######## pipe_sum_unit ########
pipe_sum_unit/ff_map.png
Other sequential cells in the stronger gray, the rest of the logic in the fainter gray.
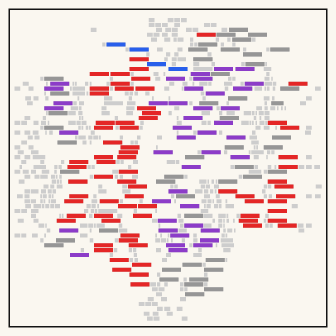

File: src/rtl/pipe_sum_unit.sv
// pipe_sum_unit: pipelined mantissa add/subtract with valid/ready handshake.
//
// The SIZE_DATA-bit carry chain is cut into NUM_STAGE segments of SEG_W bits.
// Stage k adds segment k using the carry that stage k-1 registered. Operands
// ride down the pipe with the partial result, so each stage finds its segment
// skew-delayed and the finished lower segments stay aligned with it. Only the
// last stage is visible on the outputs. The whole pipe freezes while the
// output holds a result that downstream has not taken.
//
// Ports:
//   i_clk, i_rst        clock, synchronous active-high reset
//   i_valid, o_ready    input handshake (o_ready = ~o_valid | i_ready)
//   i_sub, i_carry      0 = add, 1 = a - b; carry-in (add) or borrow-in (sub)
//   i_data_a, i_data_b  unsigned operands
//   o_valid, i_ready    output handshake
//   o_sum, o_carry      result; carry-out, which means "no borrow" in sub mode
//   o_zero              o_sum == 0, registered with o_sum
//
// SIZE_DATA must be divisible by NUM_STAGE, and 1 <= NUM_STAGE <= SIZE_DATA.
module pipe_sum_unit #(
  parameter int unsigned SIZE_DATA = 28,
  parameter int unsigned NUM_STAGE = 4
) (
  input  logic                 i_clk,
  input  logic                 i_rst,
  input  logic                 i_valid,
  output logic                 o_ready,
  input  logic                 i_sub,
  input  logic                 i_carry,
  input  logic [SIZE_DATA-1:0] i_data_a,
  input  logic [SIZE_DATA-1:0] i_data_b,
  output logic                 o_valid,
  input  logic                 i_ready,
  output logic [SIZE_DATA-1:0] o_sum,
  output logic                 o_carry,
  output logic                 o_zero
);

  localparam int unsigned SegW = SIZE_DATA / NUM_STAGE;
  localparam int unsigned Last = NUM_STAGE - 1;

  // Per-stage state: operand A, effective operand B (already inverted for
  // subtract), partial sum, segment carry-out and valid.
  logic [SIZE_DATA-1:0] a_q [NUM_STAGE];
  logic [SIZE_DATA-1:0] b_q [NUM_STAGE];
  logic [SIZE_DATA-1:0] s_q [NUM_STAGE];
  logic                 c_q [NUM_STAGE];
  logic                 v_q [NUM_STAGE];
  logic                 zero_q;

  logic [SIZE_DATA-1:0] a_d [NUM_STAGE];
  logic [SIZE_DATA-1:0] b_d [NUM_STAGE];
  logic [SIZE_DATA-1:0] s_d [NUM_STAGE];
  logic                 cin [NUM_STAGE];
  logic                 c_d [NUM_STAGE];
  logic                 v_d [NUM_STAGE];
  logic                 zero_d;
  logic [SegW:0]        seg;
  logic                 en;

  assign en      = ~v_q[Last] | i_ready;
  assign o_ready = en;
  assign o_valid = v_q[Last];
  assign o_sum   = s_q[Last];
  assign o_carry = c_q[Last];
  assign o_zero  = zero_q;

  always_comb begin
    seg = '0;
    // Stage 0 takes the raw inputs; subtract is a + ~b + (borrow ^ 1).
    a_d[0] = i_data_a;
    b_d[0] = i_sub ? ~i_data_b : i_data_b;
    s_d[0] = '0;
    cin[0] = i_carry ^ i_sub;
    v_d[0] = i_valid;
    for (int unsigned k = 1; k < NUM_STAGE; k++) begin
      a_d[k] = a_q[k-1];
      b_d[k] = b_q[k-1];
      s_d[k] = s_q[k-1];
      cin[k] = c_q[k-1];
      v_d[k] = v_q[k-1];
    end
    for (int unsigned k = 0; k < NUM_STAGE; k++) begin
      seg = {1'b0, a_d[k][k*SegW +: SegW]} + {1'b0, b_d[k][k*SegW +: SegW]}
          + {{SegW{1'b0}}, cin[k]};
      s_d[k][k*SegW +: SegW] = seg[SegW-1:0];
      c_d[k] = seg[SegW];
    end
    zero_d = (s_d[Last] == '0);
  end

  always_ff @(posedge i_clk) begin
    if (i_rst) begin
      for (int unsigned k = 0; k < NUM_STAGE; k++) begin
        a_q[k] <= '0;
        b_q[k] <= '0;
        s_q[k] <= '0;
        c_q[k] <= 1'b0;
        v_q[k] <= 1'b0;
      end
      zero_q <= 1'b0;
    end else if (en) begin
      for (int unsigned k = 0; k < NUM_STAGE; k++) begin
        a_q[k] <= a_d[k];
        b_q[k] <= b_d[k];
        s_q[k] <= s_d[k];
        c_q[k] <= c_d[k];
        v_q[k] <= v_d[k];
      end
      zero_q <= zero_d;
    end
  end

endmodule

File: config.mk
export PLATFORM = sky130hd
export DESIGN_NAME = pipe_sum_unit
export DESIGN_NICKNAME = d
export VERILOG_FILES = /design/src/rtl/pipe_sum_unit.sv
export SDC_FILE = /design/constraint.sdc
export NUM_CORES = 1
export LEC_CHECK = 0
export ABC_AREA = 0
export CORE_MARGIN = 2
export CORE_UTILIZATION = 25
export CTS_BUF_LIST = sky130_fd_sc_hd__clkbuf_8
export DETAILED_ROUTE_END_ITERATION = 8
export GPL_ROUTABILITY_DRIVEN = 0
export PLACE_DENSITY = 0.46
export SLEW_MARGIN = 15
export SYNTH_ARGS = -nofsm -noshare
export SYNTH_HDL_FRONTEND = slang
export SYNTH_SLANG_ARGS = --single-unit
File: constraint.sdc
create_clock -name i_clk -period 10.35 [get_ports i_clk]
set_input_delay 2.5875 -clock i_clk [delete_from_list [all_inputs] [get_ports i_clk]]
set_output_delay 2.5875 -clock i_clk [all_outputs]
set_load 0.01 [all_outputs]
######## ps2_rx_frame ########
`src/rtl/ps2_pkg.sv`:
```
// Shared PS/2 receiver definitions: frame FSM states, prefix bytes,
// consumer-facing scan codes and the frame validity check.
package ps2_pkg;

   typedef enum logic [1:0] {
      IDLE   = 2'd0,
      DATA   = 2'd1,
      PARITY = 2'd2,
      STOP   = 2'd3
   } ps2_state_t;

   localparam logic [7:0] PS2_EXT_PREFIX   = 8'hE0;
   localparam logic [7:0] PS2_BREAK_PREFIX = 8'hF0;

   localparam logic [7:0] PS2_KEY_ESC   = 8'h76;
   localparam logic [7:0] PS2_KEY_S     = 8'h1B;
   localparam logic [7:0] PS2_KEY_P     = 8'h4D;
   localparam logic [7:0] PS2_KEY_R     = 8'h2D;
   localparam logic [7:0] PS2_KEY_UP    = 8'h75;
   localparam logic [7:0] PS2_KEY_DOWN  = 8'h72;
   localparam logic [7:0] PS2_KEY_LEFT  = 8'h6B;
   localparam logic [7:0] PS2_KEY_RIGHT = 8'h74;

   // A frame is good when the stop bit is high and data plus parity has odd weight.
   function automatic logic frame_ok(input logic [7:0] data, input logic parity,
                                     input logic stop);
      return stop & (^{data, parity});
   endfunction

endpackage

```
`src/rtl/ps2_input_filter.sv`:
```
// Two-flop synchronizer followed by a stability filter: the output only
// follows the pin after FILTER_LEN consecutive cycles at the new level.
module ps2_input_filter
   import ps2_pkg::*;
#(
   parameter int   FILTER_LEN = 4,
   parameter logic RST_VAL    = 1'b1
) (
   input  logic clk,
   input  logic rst,
   input  logic din,
   output logic dout
);

   localparam int CW = $clog2(FILTER_LEN + 1);

   logic          meta_r;
   logic          sync_r;
   logic          level_r;
   logic [CW-1:0] cnt_r;

   // Synchronize the pin and adopt a new level only after it has held long enough.
   always_ff @(posedge clk or posedge rst) begin
      if (rst) begin
         meta_r  <= 1'b0;
         sync_r  <= 1'b0;
         level_r <= RST_VAL;
         cnt_r   <= '0;
      end else begin
         meta_r <= din;
         sync_r <= meta_r;
         if (sync_r != level_r) begin
            if (cnt_r == CW'(FILTER_LEN - 1)) begin
               level_r <= sync_r;
               cnt_r   <= '0;
            end else begin
               cnt_r <= cnt_r + CW'(1);
            end
         end else begin
            cnt_r <= '0;
         end
      end
   end

   assign dout = level_r;

endmodule

```
`src/rtl/ps2_rx_frame.sv`:
```
// PS/2 keyboard receiver: filtered pins, 11-bit frame FSM with timeout,
// and a key decoder that folds E0/F0 prefixes into flags on the key event.
module ps2_rx_frame
   import ps2_pkg::*;
#(
   parameter int FILTER_LEN     = 4,
   parameter int TIMEOUT_CYCLES = 100000
) (
   input  logic       clk,
   input  logic       rst,
   input  logic       PS2_CLK,
   input  logic       PS2_DAT,
   output logic [7:0] rx_byte,
   output logic       rx_valid,
   output logic       rx_err,
   output logic [7:0] key_code,
   output logic       key_ext,
   output logic       key_release,
   output logic       key_valid
);

   localparam int TW = $clog2(TIMEOUT_CYCLES + 1);

   logic          ps2_clk_f_s;
   logic          ps2_dat_f_s;
   logic          clk_prev_r;
   logic          fall_s;
   ps2_state_t    state_r;
   ps2_state_t    state_nxt_s;
   logic [2:0]    bit_cnt_r;
   logic [7:0]    shift_r;
   logic          parity_r;
   logic [TW-1:0] to_cnt_r;
   logic          timeout_s;
   logic          good_s;
   logic          bad_s;
   logic          ext_pend_r;
   logic          rel_pend_r;

   ps2_input_filter #(.FILTER_LEN(FILTER_LEN), .RST_VAL(1'b1)) u_clk_filter (
      .clk  (clk),
      .rst  (rst),
      .din  (PS2_CLK),
      .dout (ps2_clk_f_s)
   );

   ps2_input_filter #(.FILTER_LEN(FILTER_LEN), .RST_VAL(1'b1)) u_dat_filter (
      .clk  (clk),
      .rst  (rst),
      .din  (PS2_DAT),
      .dout (ps2_dat_f_s)
   );

   assign fall_s    = clk_prev_r & ~ps2_clk_f_s;
   // A fall in the same cycle always beats the timeout.
   assign timeout_s = (state_r != IDLE) && !fall_s && (to_cnt_r == TW'(TIMEOUT_CYCLES - 1));

   // State register.
   always_ff @(posedge clk or posedge rst) begin
      if (rst) begin
         state_r <= IDLE;
      end else begin
         state_r <= state_nxt_s;
      end
   end

   // Next-state logic.
   always_comb begin
      state_nxt_s = state_r;
      case (state_r)
         IDLE: begin
            if (fall_s && !ps2_dat_f_s) begin
               state_nxt_s = DATA;
            end else begin
               state_nxt_s = IDLE;
            end
         end
         DATA: begin
            if (fall_s && (bit_cnt_r == 3'd7)) begin
               state_nxt_s = PARITY;
            end else begin
               state_nxt_s = DATA;
            end
         end
         PARITY: begin
            if (fall_s) begin
               state_nxt_s = STOP;
            end else begin
               state_nxt_s = PARITY;
            end
         end
         STOP: begin
            if (fall_s) begin
               state_nxt_s = IDLE;
            end else begin
               state_nxt_s = STOP;
            end
         end
         default: state_nxt_s = IDLE;
      endcase
      if (timeout_s) begin
         state_nxt_s = IDLE;
      end else begin
         state_nxt_s = state_nxt_s;
      end
   end

   // Frame completion decode.
   always_comb begin
      good_s = 1'b0;
      bad_s  = timeout_s;
      if ((state_r == STOP) && fall_s) begin
         good_s = frame_ok(shift_r, parity_r, ps2_dat_f_s);
         bad_s  = ~frame_ok(shift_r, parity_r, ps2_dat_f_s);
      end else begin
         good_s = 1'b0;
      end
   end

   // Edge history, bit shifter and inter-edge timeout counter.
   always_ff @(posedge clk or posedge rst) begin
      if (rst) begin
         clk_prev_r <= 1'b0;
         bit_cnt_r  <= 3'd0;
         shift_r    <= 8'h00;
         parity_r   <= 1'b0;
         to_cnt_r   <= '0;
      end else begin
         clk_prev_r <= ps2_clk_f_s;
         if (fall_s || (state_r == IDLE) || timeout_s) begin
            to_cnt_r <= '0;
         end else begin
            to_cnt_r <= to_cnt_r + TW'(1);
         end
         if (fall_s) begin
            case (state_r)
               IDLE:    bit_cnt_r <= 3'd0;
               DATA: begin
                  shift_r   <= {ps2_dat_f_s, shift_r[7:1]};
                  bit_cnt_r <= bit_cnt_r + 3'd1;
               end
               PARITY:  parity_r <= ps2_dat_f_s;
               default: bit_cnt_r <= bit_cnt_r;
            endcase
         end
      end
   end

   // Registered frame result pulses and payload.
   always_ff @(posedge clk or posedge rst) begin
      if (rst) begin
         rx_valid <= 1'b0;
         rx_err   <= 1'b0;
         rx_byte  <= 8'h00;
      end else begin
         rx_valid <= good_s;
         rx_err   <= bad_s;
         if (good_s) begin
            rx_byte <= shift_r;
         end
      end
   end

   // Key decoder: prefixes arm flags, the next ordinary byte consumes them.
   always_ff @(posedge clk or posedge rst) begin
      if (rst) begin
         ext_pend_r  <= 1'b0;
         rel_pend_r  <= 1'b0;
         key_code    <= 8'h00;
         key_ext     <= 1'b0;
         key_release <= 1'b0;
         key_valid   <= 1'b0;
      end else begin
         key_valid <= 1'b0;
         if (rx_valid) begin
            if (rx_byte == PS2_EXT_PREFIX) begin
               ext_pend_r <= 1'b1;
            end else if (rx_byte == PS2_BREAK_PREFIX) begin
               rel_pend_r <= 1'b1;
            end else begin
               key_code    <= rx_byte;
               key_ext     <= ext_pend_r;
               key_release <= rel_pend_r;
               key_valid   <= 1'b1;
               ext_pend_r  <= 1'b0;
               rel_pend_r  <= 1'b0;
            end
         end else if (rx_err) begin
            ext_pend_r <= 1'b0;
            rel_pend_r <= 1'b0;
         end
      end
   end

endmodule

```
`config.mk`:
```
export PLATFORM = sky130hd
export DESIGN_NAME = ps2_rx_frame
export DESIGN_NICKNAME = d
export VERILOG_FILES = /design/src/rtl/ps2_pkg.sv /design/src/rtl/ps2_input_filter.sv /design/src/rtl/ps2_rx_frame.sv
export SDC_FILE = /design/constraint.sdc
export NUM_CORES = 1
export LEC_CHECK = 0
export CELL_PAD_IN_SITES_DETAIL_PLACEMENT = 0
export CELL_PAD_IN_SITES_GLOBAL_PLACEMENT = 1
export CORE_ASPECT_RATIO = 0.9
export CORE_UTILIZATION = 35
export CTS_CLUSTER_SIZE = 10
export DETAILED_ROUTE_END_ITERATION = 10
export GPL_TIMING_DRIVEN = 0
export PLACE_DENSITY = 0.7
export SETUP_SLACK_MARGIN = 0.3
export SLEW_MARGIN = 20
export SYNTH_ARGS = -nofsm -noshare
export SYNTH_HDL_FRONTEND = slang
export SYNTH_SLANG_ARGS = --single-unit
```
`constraint.sdc`:
```
create_clock -name clk -period 5.26 [get_ports clk]
set_clock_uncertainty 0.05 [all_clocks]
set_input_delay 0.526 -clock clk [delete_from_list [all_inputs] [get_ports clk]]
set_output_delay 0.526 -clock clk [all_outputs]
set_load 0.03 [all_outputs]
```
######## find_best_q ########
## src/rtl/find_best_q.sv

```systemverilog
// Best-Q finder: streams a neighbour count and Q table from memory, picks the min/max
// Q and its index, then weights it by a battery-selected HCM entry in fixed point.
module find_best_q #(
    parameter int unsigned WORD_WIDTH    = 16,
    parameter int unsigned ADDR_WIDTH    = 16,
    parameter int unsigned NC_ADDR       = 16'h068A,
    parameter int unsigned Q_BASE        = 16'h01C8,
    parameter int unsigned HCM_BASE      = 16'h0648,
    parameter int unsigned HCM_LENGTH    = 11,
    parameter int unsigned MAX_NEIGHBORS = 32,
    parameter int unsigned FRAC_Q        = 5,
    parameter int unsigned FRAC_BATT     = 15,
    parameter int unsigned MEM_LAT       = 1
) (
    input  logic                  clock,
    input  logic                  nrst,
    input  logic                  en,
    input  logic                  start,
    input  logic                  find_max,
    input  logic [WORD_WIDTH-1:0] battery,
    input  logic [WORD_WIDTH-1:0] data_in,
    output logic [ADDR_WIDTH-1:0] addr,
    output logic                  rd_en,
    output logic [WORD_WIDTH-1:0] best,
    output logic [WORD_WIDTH-1:0] best_idx,
    output logic                  best_valid,
    output logic                  done,
    output logic                  busy
);

    localparam int unsigned CW = WORD_WIDTH + 2;
    localparam int unsigned KW = WORD_WIDTH + $clog2(HCM_LENGTH) + 1;
    localparam int unsigned PW = 2 * WORD_WIDTH;

    typedef enum logic [2:0] {
        ST_DISARMED,
        ST_ARMED,
        ST_READ_NC,
        ST_SCAN,
        ST_HCM_READ,
        ST_MULT
    } state_t;

    state_t                state_q, state_d;
    logic [ADDR_WIDTH-1:0] addr_q, addr_d;
    logic                  rd_en_q, rd_en_d;
    logic [WORD_WIDTH-1:0] best_q, best_d;
    logic [WORD_WIDTH-1:0] idx_q, idx_d;
    logic                  valid_q, valid_d;
    logic                  done_q, done_d;
    logic                  mode_q, mode_d;
    logic [WORD_WIDTH-1:0] batt_q, batt_d;
    logic [CW-1:0]         n_q, n_d;
    logic [CW-1:0]         cnt_q, cnt_d;
    logic [WORD_WIDTH-1:0] raw_q, raw_d;
    logic [WORD_WIDTH-1:0] raw_idx_q, raw_idx_d;

    logic [CW-1:0]         t1;
    logic [CW-1:0]         cap_j;
    logic                  cap_ok;
    logic                  q_better;
    logic [CW-1:0]         nc_clamped;
    logic [KW-1:0]         k_prod;
    logic [KW-1:0]         k_ceil;
    logic [ADDR_WIDTH-1:0] k_sel;
    logic [ADDR_WIDTH-1:0] q_addr;
    logic [ADDR_WIDTH-1:0] hcm_addr;
    logic [PW-1:0]         prod;
    logic [PW-1:0]         prod_shift;
    logic [WORD_WIDTH-1:0] weighted;

    always_comb begin
        t1         = cnt_q + CW'(1);
        // Data returning now was issued MEM_LAT cycles ago, so it belongs to Q[cnt - MEM_LAT].
        cap_j      = cnt_q - CW'(MEM_LAT);
        cap_ok     = (cnt_q >= CW'(MEM_LAT)) && (cap_j < n_q);
        q_better   = mode_q ? (data_in > raw_q) : (data_in < raw_q);
        nc_clamped = (CW'(data_in) > CW'(MAX_NEIGHBORS)) ? CW'(MAX_NEIGHBORS) : CW'(data_in);

        k_prod     = KW'(HCM_LENGTH - 1) * KW'(batt_q);
        k_ceil     = (k_prod + ((KW'(1) << FRAC_BATT) - KW'(1))) >> FRAC_BATT;
        k_sel      = (k_ceil > KW'(HCM_LENGTH - 1)) ? ADDR_WIDTH'(HCM_LENGTH - 1)
                                                    : ADDR_WIDTH'(k_ceil);
        hcm_addr   = ADDR_WIDTH'(HCM_BASE) + (k_sel << 1);
        q_addr     = ADDR_WIDTH'(Q_BASE) + (ADDR_WIDTH'(t1) << 1);

        prod       = PW'(raw_q) * PW'(data_in);
        prod_shift = prod >> FRAC_Q;
        weighted   = (|prod_shift[PW-1:WORD_WIDTH]) ? '1 : prod_shift[WORD_WIDTH-1:0];
    end

    always_comb begin
        state_d   = state_q;
        addr_d    = addr_q;
        rd_en_d   = 1'b0;
        best_d    = best_q;
        idx_d     = idx_q;
        valid_d   = valid_q;
        done_d    = done_q;
        mode_d    = mode_q;
        batt_d    = batt_q;
        n_d       = n_q;
        cnt_d     = cnt_q;
        raw_d     = raw_q;
        raw_idx_d = raw_idx_q;

        case (state_q)
            ST_DISARMED: begin
                if (en) begin
                    state_d = ST_ARMED;
                    done_d  = 1'b0;
                    valid_d = 1'b0;
                    idx_d   = '0;
                    best_d  = find_max ? '0 : '1;
                end
            end
            ST_ARMED: begin
                if (start) begin
                    state_d   = ST_READ_NC;
                    mode_d    = find_max;
                    batt_d    = battery;
                    best_d    = find_max ? '0 : '1;
                    raw_d     = find_max ? '0 : '1;
                    raw_idx_d = '0;
                    cnt_d     = '0;
                    addr_d    = ADDR_WIDTH'(NC_ADDR);
                    rd_en_d   = 1'b1;
                end
            end
            ST_READ_NC: begin
                if (cnt_q == CW'(MEM_LAT)) begin
                    n_d = nc_clamped;
                    if (nc_clamped == '0) begin
                        state_d = ST_DISARMED;
                        done_d  = 1'b1;
                    end else begin
                        state_d = ST_SCAN;
                        cnt_d   = '0;
                        addr_d  = ADDR_WIDTH'(Q_BASE);
                        rd_en_d = 1'b1;
                    end
                end else begin
                    cnt_d = t1;
                end
            end
            ST_SCAN, ST_HCM_READ: begin
                if (cap_ok && q_better) begin
                    raw_d     = data_in;
                    raw_idx_d = WORD_WIDTH'(cap_j);
                end
                cnt_d = t1;
                if (t1 < n_q) begin
                    addr_d  = q_addr;
                    rd_en_d = 1'b1;
                end else if (t1 == n_q) begin
                    addr_d  = hcm_addr;
                    rd_en_d = 1'b1;
                    state_d = ST_HCM_READ;
                end else if (t1 == n_q + CW'(MEM_LAT)) begin
                    state_d = ST_MULT;
                end
            end
            ST_MULT: begin
                best_d  = weighted;
                idx_d   = raw_idx_q;
                valid_d = 1'b1;
                done_d  = 1'b1;
                state_d = ST_DISARMED;
            end
            default: state_d = ST_DISARMED;
        endcase
    end

    always_ff @(posedge clock) begin
        if (!nrst) begin
            state_q   <= ST_DISARMED;
            addr_q    <= ADDR_WIDTH'(NC_ADDR);
            rd_en_q   <= 1'b0;
            best_q    <= '1;
            idx_q     <= '0;
            valid_q   <= 1'b0;
            done_q    <= 1'b0;
            mode_q    <= 1'b0;
            batt_q    <= '0;
            n_q       <= '0;
            cnt_q     <= '0;
            raw_q     <= '1;
            raw_idx_q <= '0;
        end else begin
            state_q   <= state_d;
            addr_q    <= addr_d;
            rd_en_q   <= rd_en_d;
            best_q    <= best_d;
            idx_q     <= idx_d;
            valid_q   <= valid_d;
            done_q    <= done_d;
            mode_q    <= mode_d;
            batt_q    <= batt_d;
            n_q       <= n_d;
            cnt_q     <= cnt_d;
            raw_q     <= raw_d;
            raw_idx_q <= raw_idx_d;
        end
    end

    always_comb begin
        addr       = addr_q;
        rd_en      = rd_en_q;
        best       = best_q;
        best_idx   = idx_q;
        best_valid = valid_q;
        done       = done_q;
        busy       = (state_q == ST_READ_NC) || (state_q == ST_SCAN) ||
                     (state_q == ST_HCM_READ) || (state_q == ST_MULT);
    end

endmodule
```

## config.mk

```make
export PLATFORM = sky130hd
export DESIGN_NAME = find_best_q
export DESIGN_NICKNAME = d
export VERILOG_FILES = /design/src/rtl/find_best_q.sv
export SDC_FILE = /design/constraint.sdc
export NUM_CORES = 1
export LEC_CHECK = 0
export CORE_UTILIZATION = 57
export CTS_CLUSTER_DIAMETER = 120
export CTS_CLUSTER_SIZE = 14
export DETAILED_ROUTE_END_ITERATION = 10
export PLACE_DENSITY = 0.77
export SYNTH_ARGS = -nofsm -noshare
export SYNTH_HDL_FRONTEND = slang
export SYNTH_SLANG_ARGS = --single-unit
```

## constraint.sdc

```tcl
create_clock -name clock -period 7.45 [get_ports clock]
set_input_delay 0.745 -clock clock [delete_from_list [all_inputs] [get_ports clock]]
set_output_delay 0.745 -clock clock [all_outputs]
set_load 0.1 [all_outputs]
```

pipe_sum_unit/m3.png
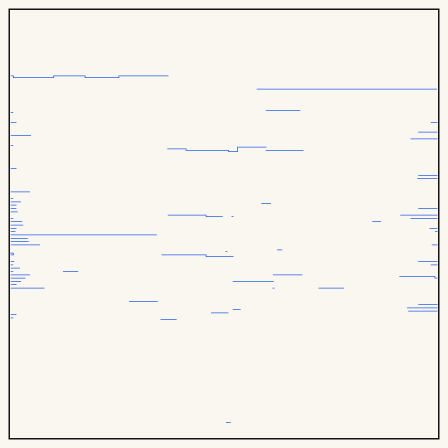
57 nets have wire on it. The longest straight run is 73.6 um. The layer carries 658 um of wire. The layer holds 4.8% of the routed length. The wires run mostly horizontal.

## Picture notes: pipe_sum_unit/ff_map.png
`b_q`: in purple, flops 42. `v_q`: in blue, flops 4, where top center. `s_q`: in red, flops 70.
Another 47 sequential cells are not colored.

==> flow_metrics.tcl, pipe_sum_unit <==
# place-and-route summary
set metrics [dict create \
    relSlewSlack_pct 41.5 \
    maxCapViolCount 0 \
    cts_root_buf "clkbuf_8" \
    cp_top_family "buffers and inverters" \
    drive_above_1_share_pct 6.72 \
    enable_flop_cells 162 \
    synth_area_leader_cell "edfxtp_1" \
    grt_max_degree 68 \
    clock-sinks 163 \
    synth_area_um2 7360 \
    cpMostUsedCell "clkdlybuf4s50_1" \
    worstSkewPairLatency_ns 0.45 \
    ys_types 43 \
    die_w_um 176 \
    ys_ff 163 \
    min_period_ns 6.37 \
    whs_endpoint "a_q[0][55]" \
    clock-skew-final_ns 0.0133 \
    yosysMostFrequentCell "edfxtp_1" \
    cts_hold_buffers 0 \
    worstPathCellList "clkdlybuf4s50_1 > nand2b_1 > clkdlybuf4s50_1" \
    xor_share_pct 4.64 \
    critPathRequiredTime_ns 7.76 \
    crit_fanout 4 \
    synth-adder-area-share_pct 6.25 \
    hold_start "a_q[0][27]" \
    timing_hold_violations_final 0 \
    die_h_um 176 \
    overflow 0 \
    worst-path-stages 3 \
    grt_pass1_vias 4261 \
    ys_seq_share_pct 66.3 \
    wire_per_inst_um 13.3 \
    avgSynthCellArea_um2 13.9 \
    max_freq_mhz 157 \
    drt_first_pass_iters 4 \
    syn2layout_area_growth_pct 24.4 \
    crit_path_top_delay_cell "clkdlybuf4s50_1" \
    rsz0062_at_grt "false" \
    ys_area_um2 7360 \
    clk_pin_slew_ns 0.10 \
    muxShareOfSynthArea_pct 0.408 \
    grt_pass1_wl_um 22000 \
    final_nets 721 \
    status "finished, final reports clean" \
    r2r_cells 8 \
    drc 0 \
    grt_antenna_before_repair 1 \
    gr-usage-all-layers_pct 9.30 \
]
[pipe_sum_unit: state kept, by name, indices dropped and copies added (netlist names)]
name / count
s_q: 70
a_q: 42
b_q: 42
c_q: 4
v_q: 4
o_zero: 1
[pipe_sum_unit: area by class of cell]
class	count	area share (%)
clock inverters	15	2.01
multi-input cells	327	25.5
clock buffers	17	2.56
diodes	1	0.0273
well taps	384	5.25
flip-flops and latches	163	53.4
repair buffers	98	10.5
inverters	20	0.820
[pipe_sum_unit: layer usage]
layer,global-route usage [%],vias up,routed length [um]
li1,-,2052,-
met1,10.3,1936,5620
met2,16.6,82,7130
met3,3.14,12,658
met4,3.24,0,197
met5,0,-,0
[pipe_sum_unit: worst register-to-register path: cells and delay by family (launching register included)]
kind                       cells  cell delay [ns]
and+or+nand+nor                4             0.99
buffers and inverters          1             0.09
DFF                            1             0.40
AOI/OAI and AO/OA              1             0.07
adders and majority gates      2             0.68
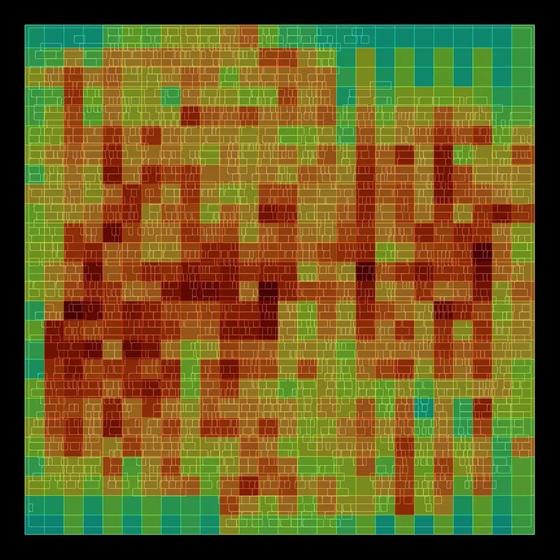
find_best_q/congestion_map.png
Final Core Density: 65.2%
WL/cell: 18.9 um

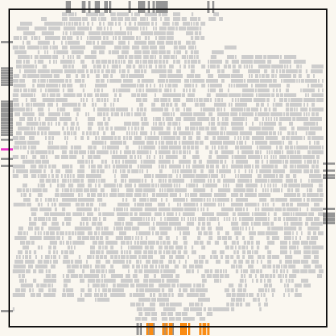
find_best_q/pinout.png
Pins as bars across the die edge, other pins in gray.
`best`: in orange, pins 16, direction output, edge bottom. `en`: in magenta, pins 1, direction input, edge left.
All pins by edge: 29 left, 28 top, 22 bottom, 10 right.

==> flow_metrics.tcl, find_best_q <==
# place-and-route summary
set metrics [dict create \
    status "finished, final reports clean" \
    gr-usage-all-layers_pct 31.7 \
    mi_logic_area_um2 13800 \
    enable_flop_cells 0 \
    final-nonclk-buf-share_pct 8.34 \
    r2r_cells 21 \
    layout_top_cells "inv_1 (319), nand2_1 (237), ha_1 (198)" \
    cts-htree-levels 4 \
    final_common_cell "inv_1" \
    yosys.area.top_type_share_pct 21.4 \
    drtAntennaViolNets 0 \
    nFlopsAndLatches 136 \
    hold_path_depth 2 \
    clock-skew-final_ns 0.00658 \
    fin_ws_ns 0.283 \
    crit_path_top_delay_cell "clkdlybuf4s50_1" \
    io-pin-count 89 \
    synth_cells 2167 \
    clock-sinks 136 \
    fp_util_pct 57.7 \
    post-place-ws_ns -0.179 \
    clk_pin_slew_ns 0.06 \
    rows 65 \
    met3_length_um 2450 \
    final_area_um2 20500 \
    overflow 0 \
    final-clk-cell-share_pct 3.01 \
]
==> find_best_q: through the flow <==
step | hold slack (ns) | setup TNS (ns)
after detailed placement | 0.452 | -2.38
after global routing | 0.478 | 0
after global placement | 0.445 | -0.533
after floorplan | 0.435 | 0
after CTS | 0.462 | 0
final | 0.465 | 0
==> find_best_q: path summary, 6_finish.rpt <==
kind / from / end / slack, ns
worst max-delay path: data_in[8] / best[0] / 0.28
worst max register to register: raw_q[9] / best[0] / 0.43
worst min-delay path: addr[4] / addr[4] / 0.46
worst min register to register: addr[4] / addr[4] / 0.46
==> find_best_q: kinds of logic after synthesis <==
| group | after synthesis |
|---|---|
| simple gates | 715 |
| buf+inv | 430 |
| fa+ha+maj | 392 |
| flops | 136 |
| other cells | 1 |
| mux | 38 |
| compound gates | 359 |
| xor+xnor | 96 |
==> find_best_q: what timing repair did <==
item / 4_1_cts / 5_1_grt
endpoints found under the hold margin: 0 / 0
resized: 0 / 1
hold buffers: 0 / 0
setup endpoints to repair: 0 / 15
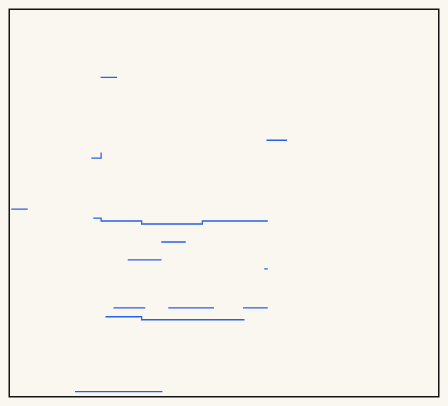
ps2_rx_frame/m3.png
6 nets have wire on it. The layer carries 143 um of wire. The longest straight run is 23.2 um. The layer holds 2.9% of the routed length. The wires run mostly horizontal.
met3 usage: 3.83%
DR vias: 1777

==> flow_metrics.tcl, ps2_rx_frame <==
# place-and-route summary
set metrics [dict create \
    worst-path-stages 8 \
    drc 0 \
    synth_area_um2 2860 \
    fin_crit_sh_pct 44.3 \
    place_area_um2 3250 \
    grtUsageMet2_pct 17.3 \
    flop_area_um2 1680 \
    portBuffers 24 \
    final-clk-cell-share_pct 5.22 \
    tritoncts "done" \
    ys_seq_share_pct 58.7 \
    hold_path_class "flip-flop to flip-flop" \
    syn2layout_area_growth_pct 19.9 \
    cp-start-kind "flip-flop" \
    met3_length_um 142 \
    final_area_um2 3430 \
    worstSkewPairLatency_ns 0.34 \
    fin_ws_ns 2.93 \
    final_util_pct 44.3 \
    cts_root_buf "clkbuf_8" \
    drive_above_1_share_pct 17.1 \
    status "finished, final reports clean" \
    yosysCellCount 239 \
    layout_top_cells "dfrtp_1 (65), nor2_1 (32), clkdlybuf4s50_1 (24)" \
    post-place-ws_ns 2.94 \
    cts_made_buffers 9 \
    nFlopsAndLatches 67 \
    n_all_inverters 11 \
    min_period_ns 2.33 \
    cts_setup_buffers 0 \
    cp_slowest_stage_delay_ns 0.41 \
    wl_met2_um 2070 \
    core_area_um2 7730 \
    grt_pass1_wl_um 8540 \
    overflow 0 \
    n_tap_cell 96 \
    vias_per_cell 4.73 \
    logic_gate_count 155 \
    whs_endpoint "u_clk_filter.sync_r" \
    ys_area_um2 2860 \
    final-nonclk-buf-share_pct 8.69 \
    finalWirelength_um 4830 \
    cp-startpoint "to_cnt_r[0]" \
    clkbuf_count 10 \
]
[ps2_rx_frame: cells in the mapped netlist (all sizes together)]
library cell	n	share of area, %
dfrtp	65	57
nor2	32	4.2
mux2	24	10
xnor2	19	5.8
inv	11	1.4
nand2	11	1.4
o21ai	10	1.8
nand3	9	1.6
nand4	6	1.3
a21oi	5	0.88
clkbuf	5	0.66
ha	5	2.2
nor3	5	0.88
nor3b	5	1.3
xor2	5	1.5
nor2b	3	0.66
dfstp	2	1.8
nand2b	2	0.44
a22o	1	0.31
a41o	1	0.35
and2	1	0.31
and4	1	0.31
buf	1	0.39
nand3b	1	0.26
nor4	1	0.22
nor4b	1	0.31
o211ai	1	0.26
o2bb2ai	1	0.31
o31a	1	0.31
or2	1	0.22
or4	1	0.26
or4b	1	0.35
xnor3	1	0.79
[ps2_rx_frame: cells by family after synthesis]
group,Yosys count,share of synthesized area (%)
fa+ha+maj,5,2.19
mux,24,10.2
simple gates,81,14.0
compound gates,20,4.16
flops,67,58.7
xor+xnor,25,8.14
buf+inv,17,2.49

######## dac_writer ########
--- src/rtl/dac_writer.sv ---
// Round-robin writer for a 4-channel, 8-bit parallel DAC.
// Fabric writes land in per-channel shadow registers, which are drained one at a time using setup/strobe/hold bus timing.
module dac_writer #(
  parameter int SETUP_CYC  = 2,
  parameter int STROBE_CYC = 2,
  parameter int HOLD_CYC   = 1
) (
  input  logic       clk_in,
  input  logic       rst,
  input  logic       wr_valid,
  output logic       wr_ready,
  input  logic [1:0] wr_ch,
  input  logic [7:0] wr_data,
  output logic [7:0] dac_data,
  output logic [1:0] dac_addr,
  output logic       dac_wr_n,
  output logic       busy,
  output logic [3:0] pending
);

  localparam bit CFG_OK = (SETUP_CYC  >= 1) && (SETUP_CYC  <= 15) &&
                          (STROBE_CYC >= 1) && (STROBE_CYC <= 15) &&
                          (HOLD_CYC   >= 1) && (HOLD_CYC   <= 15);

  // Each phase counter is loaded with (cycles - 1) and exits the phase when it reaches zero.
  localparam logic [3:0] SETUP_LOAD  = 4'(SETUP_CYC - 1);
  localparam logic [3:0] STROBE_LOAD = 4'(STROBE_CYC - 1);
  localparam logic [3:0] HOLD_LOAD   = 4'(HOLD_CYC - 1);

  typedef enum logic [1:0] {
    ST_IDLE,
    ST_SETUP,
    ST_STROBE,
    ST_HOLD
  } state_t;

  state_t     state_q, state_d;
  logic [3:0] cnt_q, cnt_d;
  logic [1:0] ptr_q, ptr_d;
  logic [3:0] pending_q, pending_d;
  logic [7:0] shadow_q [4];
  logic [7:0] shadow_d [4];
  logic [7:0] data_q, data_d;
  logic [1:0] addr_q, addr_d;
  logic       wr_n_q, wr_n_d;

  logic       accept;
  logic       sel_valid;
  logic [1:0] sel_ch;

  assign wr_ready = ~rst;
  assign accept   = wr_valid & wr_ready;

  // Round-robin search starting just above the last served channel; i == 4 wraps back to ptr itself.
  always_comb begin
    logic [1:0] idx;
    sel_valid = 1'b0;
    sel_ch    = ptr_q;
    idx       = ptr_q;
    for (int i = 1; i <= 4; i++) begin
      idx = ptr_q + 2'(i);
      if (!sel_valid && pending_q[idx]) begin
        sel_valid = 1'b1;
        sel_ch    = idx;
      end
    end
  end

  always_comb begin
    state_d   = state_q;
    cnt_d     = cnt_q;
    ptr_d     = ptr_q;
    pending_d = pending_q;
    shadow_d  = shadow_q;
    data_d    = data_q;
    addr_d    = addr_q;
    wr_n_d    = 1'b1;

    case (state_q)
      ST_IDLE: begin
        if (sel_valid) begin
          data_d            = shadow_q[sel_ch];
          addr_d            = sel_ch;
          pending_d[sel_ch] = 1'b0;
          ptr_d             = sel_ch;
          cnt_d             = SETUP_LOAD;
          state_d           = ST_SETUP;
        end
      end
      ST_SETUP: begin
        if (cnt_q == 4'd0) begin
          cnt_d   = STROBE_LOAD;
          state_d = ST_STROBE;
          wr_n_d  = 1'b0;
        end else begin
          cnt_d = cnt_q - 4'd1;
        end
      end
      ST_STROBE: begin
        if (cnt_q == 4'd0) begin
          cnt_d   = HOLD_LOAD;
          state_d = ST_HOLD;
        end else begin
          cnt_d  = cnt_q - 4'd1;
          wr_n_d = 1'b0;
        end
      end
      ST_HOLD: begin
        if (cnt_q == 4'd0) begin
          state_d = ST_IDLE;
        end else begin
          cnt_d = cnt_q - 4'd1;
        end
      end
      default: state_d = ST_IDLE;
    endcase

    // Applied after arbitration so a same-edge write to the selected channel keeps it pending.
    if (accept) begin
      shadow_d[wr_ch]  = wr_data;
      pending_d[wr_ch] = 1'b1;
    end
  end

  always_ff @(posedge clk_in) begin
    if (rst) begin
      state_q   <= ST_IDLE;
      cnt_q     <= 4'd0;
      ptr_q     <= 2'd3;
      pending_q <= 4'd0;
      data_q    <= 8'd0;
      addr_q    <= 2'd0;
      wr_n_q    <= 1'b1;
    end else begin
      state_q   <= state_d;
      cnt_q     <= cnt_d;
      ptr_q     <= ptr_d;
      pending_q <= pending_d;
      data_q    <= data_d;
      addr_q    <= addr_d;
      wr_n_q    <= wr_n_d;
    end
  end

  for (genvar gi = 0; gi < 4; gi++) begin : g_shadow
    always_ff @(posedge clk_in) begin
      if (rst) begin
        shadow_q[gi] <= 8'd0;
      end else begin
        shadow_q[gi] <= shadow_d[gi];
      end
    end
  end

  always_ff @(posedge clk_in) begin
    assert (CFG_OK)
      else $error("dac_writer: SETUP_CYC/STROBE_CYC/HOLD_CYC must each be within 1..15");
  end

  assign dac_data = data_q;
  assign dac_addr = addr_q;
  assign dac_wr_n = wr_n_q;
  assign busy     = (state_q != ST_IDLE);
  assign pending  = pending_q;

endmodule

--- config.mk ---
export PLATFORM = sky130hd
export DESIGN_NAME = dac_writer
export DESIGN_NICKNAME = d
export VERILOG_FILES = /design/src/rtl/dac_writer.sv
export SDC_FILE = /design/constraint.sdc
export NUM_CORES = 1
export LEC_CHECK = 0
export CORE_MARGIN = 1.5
export CORE_UTILIZATION = 50
export DETAILED_ROUTE_END_ITERATION = 8
export PLACE_DENSITY_LB_ADDON = 0.2
export SLEW_MARGIN = 20
export SYNTH_ARGS = -nofsm -noshare
export SYNTH_HDL_FRONTEND = slang
export SYNTH_SLANG_ARGS = --single-unit
--- constraint.sdc ---
create_clock -name clk_in -period 2.39 [get_ports clk_in]
set_clock_uncertainty 0.2 [all_clocks]
set_input_delay 0.478 -clock clk_in [delete_from_list [all_inputs] [get_ports clk_in]]
set_output_delay 0.478 -clock clk_in [all_outputs]
set_load 0.01 [all_outputs]
######## imm_extend_pipe_flat ########
[config.mk]
export PLATFORM = sky130hd
export DESIGN_NAME = imm_extend_pipe_flat
export DESIGN_NICKNAME = d
export VERILOG_FILES = /design/src/rtl/imm_extend_pipe_if.sv /design/src/rtl/imm_extend_pipe.sv /design/src/flat_wrapper.sv
export SDC_FILE = /design/constraint.sdc
export NUM_CORES = 1
export LEC_CHECK = 0
export ABC_AREA = 1
export CAP_MARGIN = 25
export CORE_MARGIN = 2
export CORE_UTILIZATION = 52
export DETAILED_ROUTE_END_ITERATION = 10
export PLACE_DENSITY = 0.84
export SYNTH_ARGS = -nofsm -noshare
export SYNTH_HDL_FRONTEND = slang
export SYNTH_SLANG_ARGS = --single-unit
[constraint.sdc]
create_clock -name clk -period 3.9 [get_ports clk]
set_input_delay 1.17 -clock clk [delete_from_list [all_inputs] [get_ports clk]]
set_output_delay 1.17 -clock clk [all_outputs]
set_load 0.01 [all_outputs]
[src/rtl/imm_extend_pipe_if.sv]
// rtl/imm_extend_pipe_if.sv - input/output stream bundle for the immediate-extension stage
interface imm_extend_pipe_if #(
    parameter int IN_W  = 16,
    parameter int OUT_W = 32,
    parameter int TAG_W = 5
);
    logic             in_valid;
    logic             in_ready;
    logic [IN_W-1:0]  in_imm;
    logic [1:0]       in_mode;
    logic [TAG_W-1:0] in_tag;
    logic             out_valid;
    logic             out_ready;
    logic [OUT_W-1:0] out_data;
    logic [TAG_W-1:0] out_tag;

    modport slave (
        input  in_valid, in_imm, in_mode, in_tag, out_ready,
        output in_ready, out_valid, out_data, out_tag
    );

    modport master (
        output in_valid, in_imm, in_mode, in_tag, out_ready,
        input  in_ready, out_valid, out_data, out_tag
    );
endinterface

[src/rtl/imm_extend_pipe.sv]
// rtl/imm_extend_pipe.sv - registered immediate extension with one-entry skid buffer
// Optional feature macro: EXT_BRANCH_SHIFT_EN (mode 11 sign-extends then shifts left by 2).
module imm_extend_pipe #(
    parameter int IN_W  = 16,
    parameter int OUT_W = 32,
    parameter int TAG_W = 5
) (
    input  logic clk,
    input  logic rst,
    input  logic flush,
    imm_extend_pipe_if.slave bus
);
    localparam int PAD_W = OUT_W - IN_W;

    logic             or_valid_q, or_valid_d;
    logic [OUT_W-1:0] or_data_q,  or_data_d;
    logic [TAG_W-1:0] or_tag_q,   or_tag_d;
    logic             sr_valid_q, sr_valid_d;
    logic [OUT_W-1:0] sr_data_q,  sr_data_d;
    logic [TAG_W-1:0] sr_tag_q,   sr_tag_d;

    logic [OUT_W-1:0] ext_zero;
    logic [OUT_W-1:0] ext_sign;
    logic [OUT_W-1:0] ext_upper;
    logic [OUT_W-1:0] ext_data;
    logic             accept;
    logic             xfer;

    // Extension happens before storage so both registers hold final results.
    always_comb begin
        ext_zero  = {{PAD_W{1'b0}}, bus.in_imm};
        ext_sign  = {{PAD_W{bus.in_imm[IN_W-1]}}, bus.in_imm};
        ext_upper = {bus.in_imm, {PAD_W{1'b0}}};
        ext_data  = ext_zero;
        case (bus.in_mode)
            2'b00:   ext_data = ext_zero;
            2'b01:   ext_data = ext_sign;
            2'b10:   ext_data = ext_upper;
`ifdef EXT_BRANCH_SHIFT_EN
            default: ext_data = {ext_sign[OUT_W-3:0], 2'b00};
`else
            default: ext_data = ext_sign;
`endif
        endcase
    end

    assign accept = bus.in_valid & ~sr_valid_q;
    assign xfer   = or_valid_q & bus.out_ready;

    always_comb begin
        or_valid_d = or_valid_q;
        or_data_d  = or_data_q;
        or_tag_d   = or_tag_q;
        sr_valid_d = sr_valid_q;
        sr_data_d  = sr_data_q;
        sr_tag_d   = sr_tag_q;

        if (flush) begin
            // Payload is left untouched so out_data/out_tag hold their last values.
            or_valid_d = 1'b0;
            sr_valid_d = 1'b0;
        end else if (!or_valid_q || xfer) begin
            if (sr_valid_q) begin
                or_valid_d = 1'b1;
                or_data_d  = sr_data_q;
                or_tag_d   = sr_tag_q;
                sr_valid_d = 1'b0;
            end else if (accept) begin
                or_valid_d = 1'b1;
                or_data_d  = ext_data;
                or_tag_d   = bus.in_tag;
            end else begin
                or_valid_d = 1'b0;
            end
        end else if (accept) begin
            sr_valid_d = 1'b1;
            sr_data_d  = ext_data;
            sr_tag_d   = bus.in_tag;
        end
    end

    always_ff @(posedge clk or posedge rst) begin
        if (rst) begin
            or_valid_q <= 1'b0;
            or_data_q  <= '0;
            or_tag_q   <= '0;
            sr_valid_q <= 1'b0;
            sr_data_q  <= '0;
            sr_tag_q   <= '0;
        end else begin
            or_valid_q <= or_valid_d;
            or_data_q  <= or_data_d;
            or_tag_q   <= or_tag_d;
            sr_valid_q <= sr_valid_d;
            sr_data_q  <= sr_data_d;
            sr_tag_q   <= sr_tag_d;
        end
    end

    assign bus.in_ready  = ~sr_valid_q;
    assign bus.out_valid = or_valid_q;
    assign bus.out_data  = or_data_q;
    assign bus.out_tag   = or_tag_q;
endmodule

[src/flat_wrapper.sv]
// flat-port wrapper written by rule: the top's interface ports become plain ports
module imm_extend_pipe_flat 
#(
    parameter int IN_W  = 16,
    parameter int OUT_W = 32,
    parameter int TAG_W = 5
)
  (clk, rst, flush, bus_in_valid, bus_in_imm, bus_in_mode, bus_in_tag, bus_out_ready, bus_in_ready, bus_out_valid, bus_out_data, bus_out_tag);
  imm_extend_pipe_if #(.IN_W(IN_W), .OUT_W(OUT_W), .TAG_W(TAG_W)) bus_i ();
  input  logic clk;
  input  logic rst;
  input  logic flush;
  input wire logic [$bits(bus_i.in_valid)-1:0] bus_in_valid;
  input wire logic [$bits(bus_i.in_imm)-1:0] bus_in_imm;
  input wire logic [$bits(bus_i.in_mode)-1:0] bus_in_mode;
  input wire logic [$bits(bus_i.in_tag)-1:0] bus_in_tag;
  input wire logic [$bits(bus_i.out_ready)-1:0] bus_out_ready;
  output wire logic [$bits(bus_i.in_ready)-1:0] bus_in_ready;
  output wire logic [$bits(bus_i.out_valid)-1:0] bus_out_valid;
  output wire logic [$bits(bus_i.out_data)-1:0] bus_out_data;
  output wire logic [$bits(bus_i.out_tag)-1:0] bus_out_tag;
  assign bus_i.in_valid = bus_in_valid;
  assign bus_i.in_imm = bus_in_imm;
  assign bus_i.in_mode = bus_in_mode;
  assign bus_i.in_tag = bus_in_tag;
  assign bus_i.out_ready = bus_out_ready;
  assign bus_in_ready = bus_i.in_ready;
  assign bus_out_valid = bus_i.out_valid;
  assign bus_out_data = bus_i.out_data;
  assign bus_out_tag = bus_i.out_tag;
  imm_extend_pipe #(.IN_W(IN_W), .OUT_W(OUT_W), .TAG_W(TAG_W)) u_core (.clk(clk), .rst(rst), .flush(flush), .bus(bus_i));
endmodule

==> layout pictures side by side <==
Track usage over the die.
image #1
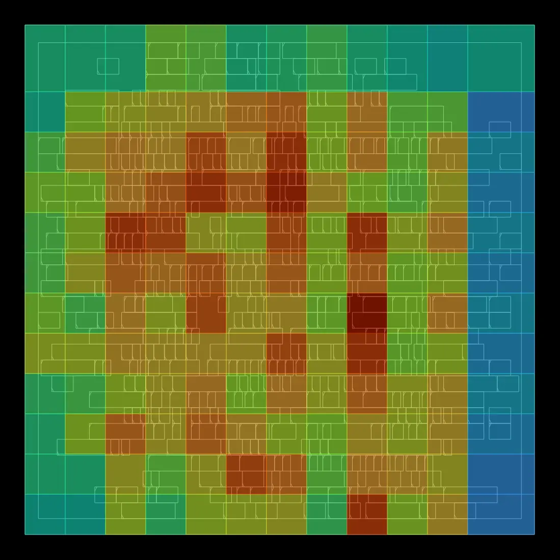
image #2
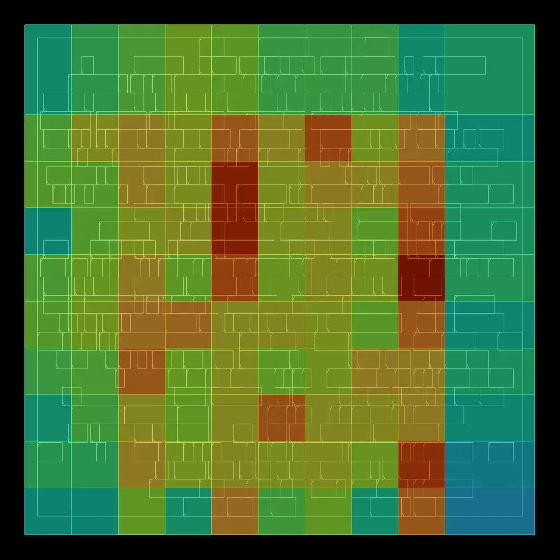
image #2: dac_writer
image #1: imm_extend_pipe_flat

dac_writer/layers.png
Only two layers are drawn.
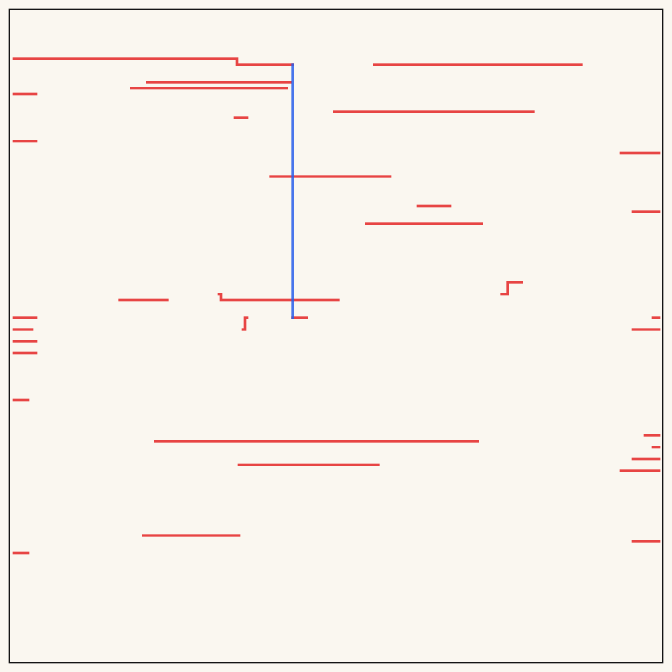
M3: in red, wire length 280 um. M4: in blue, wire length 29.2 um.

==> flow_metrics.tcl, dac_writer <==
# place-and-route summary
set metrics [dict create \
    status "finished, final reports clean" \
    comb_cell_power_uw 925 \
    hold_path_class "flip-flop to flip-flop" \
    clkbuf_count 5 \
    core_area_um2 5070 \
    grt_pass1_wl_um 9870 \
    synth-adder-area-share_pct 3.35 \
    power.internal_mw 1.71 \
    grt_util_met3_pct 3.84 \
    yosysMostFrequentCell "nand2_1" \
    flop_area_um2 1100 \
    die_area_um2 5680 \
    fp_util_pct 51.6 \
    cp-startpoint "state_q[0]" \
    final-clk-cell-share_pct 3.47 \
    die_h_um 75.3 \
    p_clk_uw 594 \
    synth_area_um2 2620 \
    max_freq_mhz 431 \
    busiest_layer "met2" \
    met1Wirelength_um 2850 \
    vias_per_cell 5.50 \
]
==> dac_writer: through the flow <==
step | utilization (%) | power, mW | hold slack [ns] | area (um2) | worst slack [ns]
final | 60.5 | 2.62 | 0.261 | 3070 | 0.0720
after floorplan | - | 1.77 | 0.237 | 2620 | 0.613
after CTS | 60.4 | 2.63 | 0.262 | 3070 | 0.0130
after detailed placement | 58.3 | 2.04 | 0.248 | 2960 | 0.134
after global routing | 60.5 | 2.78 | 0.281 | 3070 | 0.0151
after global placement | 58.3 | 2.01 | 0.242 | 2960 | 0.136
==> dac_writer: cells by family after synthesis <==
family,Yosys count
simple gates,117
compound gates,97
flops,55
buf+inv,27
fa+ha+maj,7
xor+xnor,2
mux,2
==> dac_writer: worst max-delay path: stages, from the launching register on <==
cell and delay (ns):
dfxtp_2 0.37, inv_1 0.08, ha_1 0.25, inv_1 0.10, clkdlybuf4s50_1 0.56
==> dac_writer: sequential cells by signal (all words and copies together) (netlist names) <==
| register | flops |
|---|---|
| dac_addr | 2 |
| state_q | 2 |
| dac_wr_n | 1 |
| dac_data | 8 |
| pending | 4 |
| shadow_q | 32 |
| ptr_q | 2 |
| cnt_q | 4 |
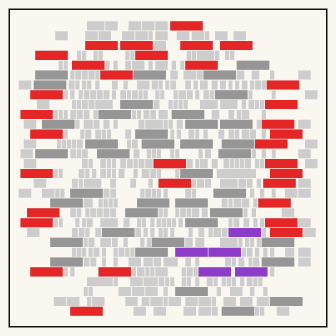
imm_extend_pipe_flat/ff_map.png
Other sequential cells in the stronger gray, the rest of the logic in the fainter gray.
`u_core.sr_tag_q`: in purple, flops 5. `u_core.bus.out_data`: in red, flops 32.
Another 39 sequential cells are not colored.

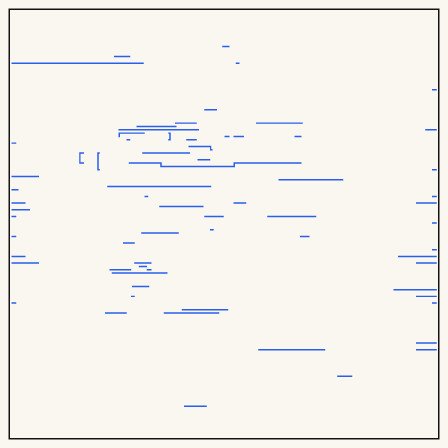
imm_extend_pipe_flat/m3.png
The wires run mostly horizontal. The layer holds 4.3% of the routed length. The layer carries 348 um of wire. 54 nets have wire on it. The longest straight run is 26.7 um.

==> flow_metrics.tcl, imm_extend_pipe_flat <==
# place-and-route summary
set metrics [dict create \
    holdWs_ns 0.480 \
    drc 0 \
    grt_max_degree 51 \
    wire_per_inst_um 13.6 \
    cts_setup_buffers 0 \
    whs_endpoint "u_core.bus.out_tag[2]" \
    tritoncts "done" \
    fin_crit_sh_pct 74.9 \
    grt_antenna_before_repair 0 \
    logic_gate_count 321 \
    clk_pin_slew_ns 0.09 \
    core_area_um2 6760 \
    portBuffers 66 \
    rows 30 \
    met1Wirelength_um 3620 \
    drt_iter0_markers 222 \
    cts_made_buffers 9 \
    status "finished, final reports clean" \
    tool_warnings 26 \
    post-place-ws_ns 0.943 \
    top_cells_by_count "nand2_1 (193), dfrtp_1 (76), nand3_1 (62)" \
    synthFlopType "dfrtp_1" \
    final_nets 536 \
    synthArstFlopShare_pct 100 \
    max_freq_mhz 342 \
    fillers 550 \
    enable_flop_cells 0 \
    gp_congestion 0.831 \
    comb_cell_power_uw 459 \
    ys_types 20 \
    ys_ff 76 \
    fp_util_pct 53.5 \
    cp_top_family "buffers and inverters" \
    p_seq_mw 1.03 \
    nFlopsAndLatches 76 \
    worst-path-stages 2 \
    crit_fanout 50 \
    critPathRequiredTime_ns 2.73 \
    grt_pass1_wl_um 13700 \
    synth-adder-area-share_pct 0 \
    mi_logic_area_um2 1400 \
    place_area_um2 4220 \
    final_area_um2 4420 \
    hold_path_class "flip-flop to flip-flop" \
    n_tap_cell 80 \
    ir_drop_mv 0.226 \
    met3_length_um 347 \
    yosys.area.top_type_share_pct 52.6 \
    die_w_um 87.3 \
    layout.cells.non_filler 593 \
    relSlewSlack_pct 39.2 \
    final_util_pct 65.5 \
    p_leak_nw 2.27 \
]
imm_extend_pipe_flat: placed cells by master (no fill, tap or decap):
cell	count
clkbuf_8	10
nand3_1	62
inv_4	1
nor2_2	1
clkinv_4	1
bufinv_16	1
buf_12	1
o21ai_0	39
nand2_1	193
dfrtp_1	76
or2_0	1
nor2_1	3
nand2_2	3
clkdlybuf4s50_1	66
inv_2	3
nor2_4	2
clkinvlp_4	2
buf_4	4
or2_1	11
inv_1	25
o21ai_1	2
or2_2	4
clkinv_2	2
imm_extend_pipe_flat: worst min-delay path: stages (launching register included):
cell	delay, ns
dfrtp_1	0.35
nand2_1	0.06
nand2_1	0.05
imm_extend_pipe_flat: sequential cells by signal, indices dropped and copies added (netlist names):
register              cells
u_core.bus.out_data      32
u_core.bus.out_tag        5
u_core.bus.out_valid      1
u_core.sr_data_q         32
u_core.sr_tag_q           5
u_core.sr_valid_q         1
imm_extend_pipe_flat: metal layers:
| layer | up-vias | GRT usage [%] |
|---|---|---|
| met1 | 1490 | 31.8 |
| li1 | 1533 | - |
| met2 | 106 | 36.4 |
| met4 | 0 | 9.51 |
| met5 | - | 0 |
| met3 | 20 | 3.22 |


==> screenshots <==
Metal layers overlaid.
Only two layers are drawn.
shot_01.png
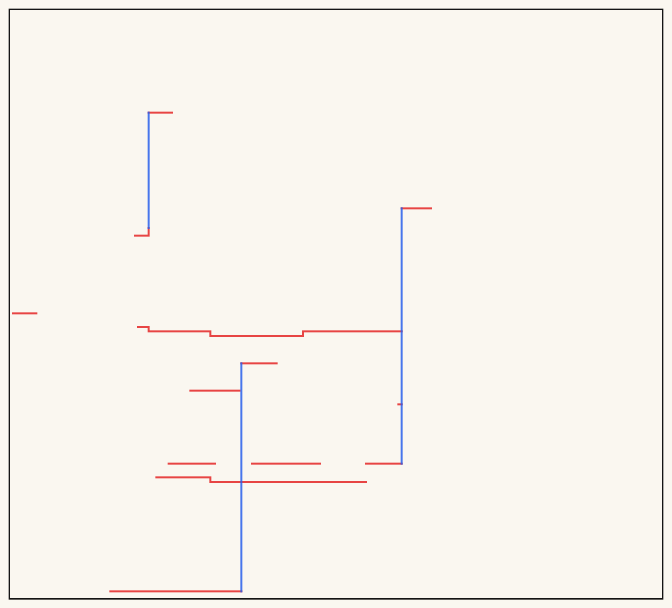
shot_02.png
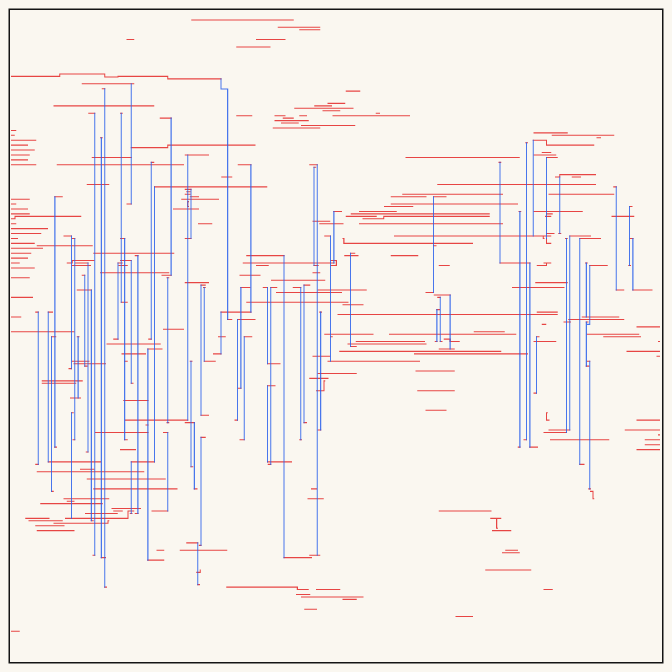
shot_03.png
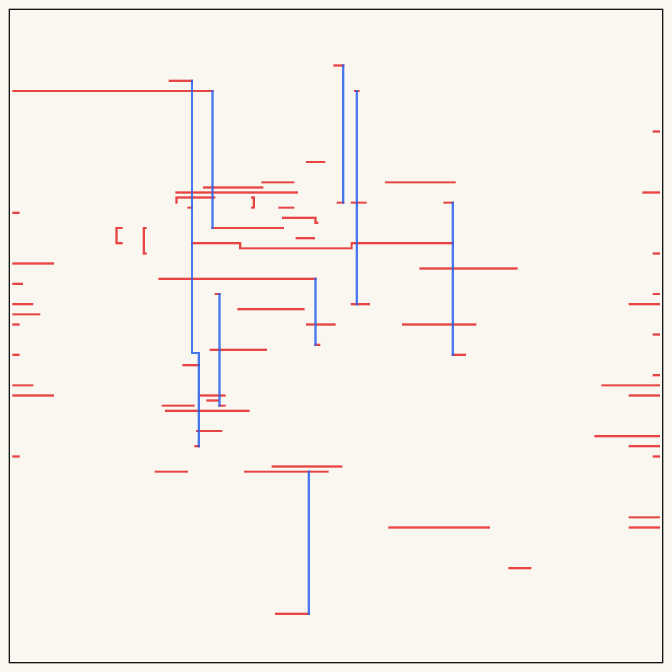
shot_04.png
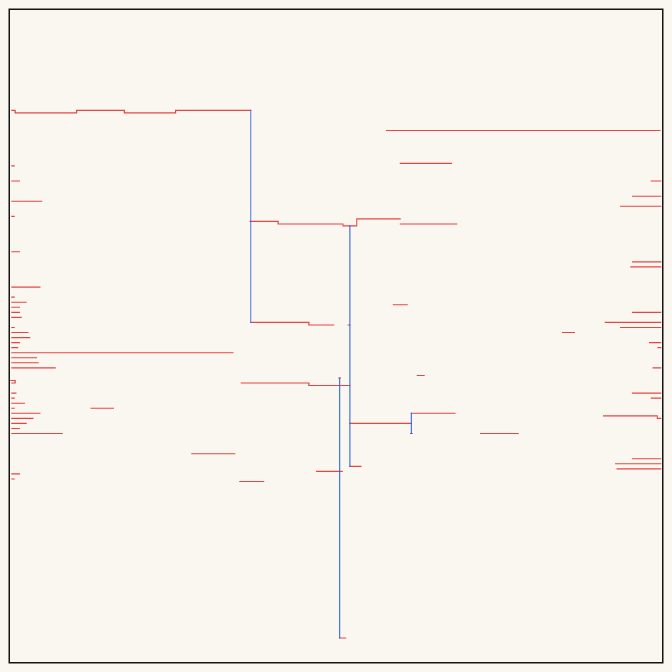
- imm_extend_pipe_flat = shot_03.png
- find_best_q = shot_02.png
- ps2_rx_frame = shot_01.png
- pipe_sum_unit = shot_04.png
The one with the most wire is shot_02.png.


==> gallery <==
Ports around the boundary.
Pins as bars across the die edge, other pins in gray.
Plate I
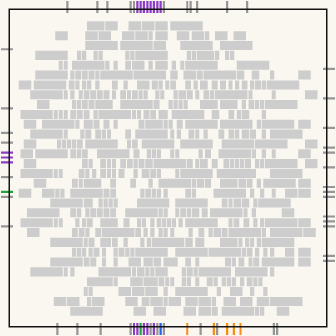
Plate II
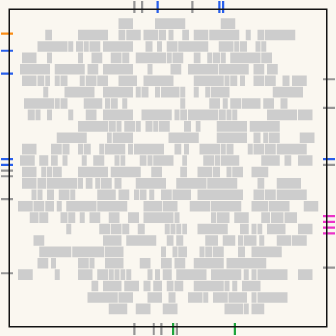
Plate III
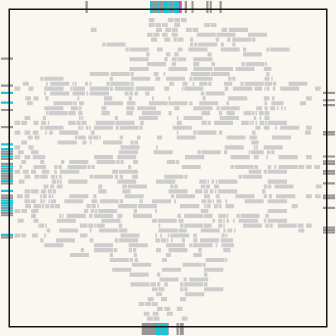
Plate IV
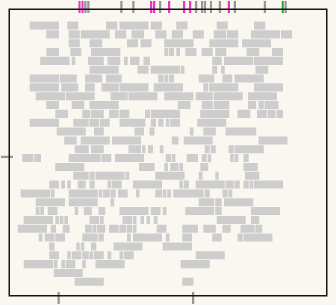
- pipe_sum_unit = Plate III
- ps2_rx_frame = Plate IV
- dac_writer = Plate II
- imm_extend_pipe_flat = Plate I
The one with the most pins is Plate III.

No activity file was given, so power comes from the tool's default toggle rates.
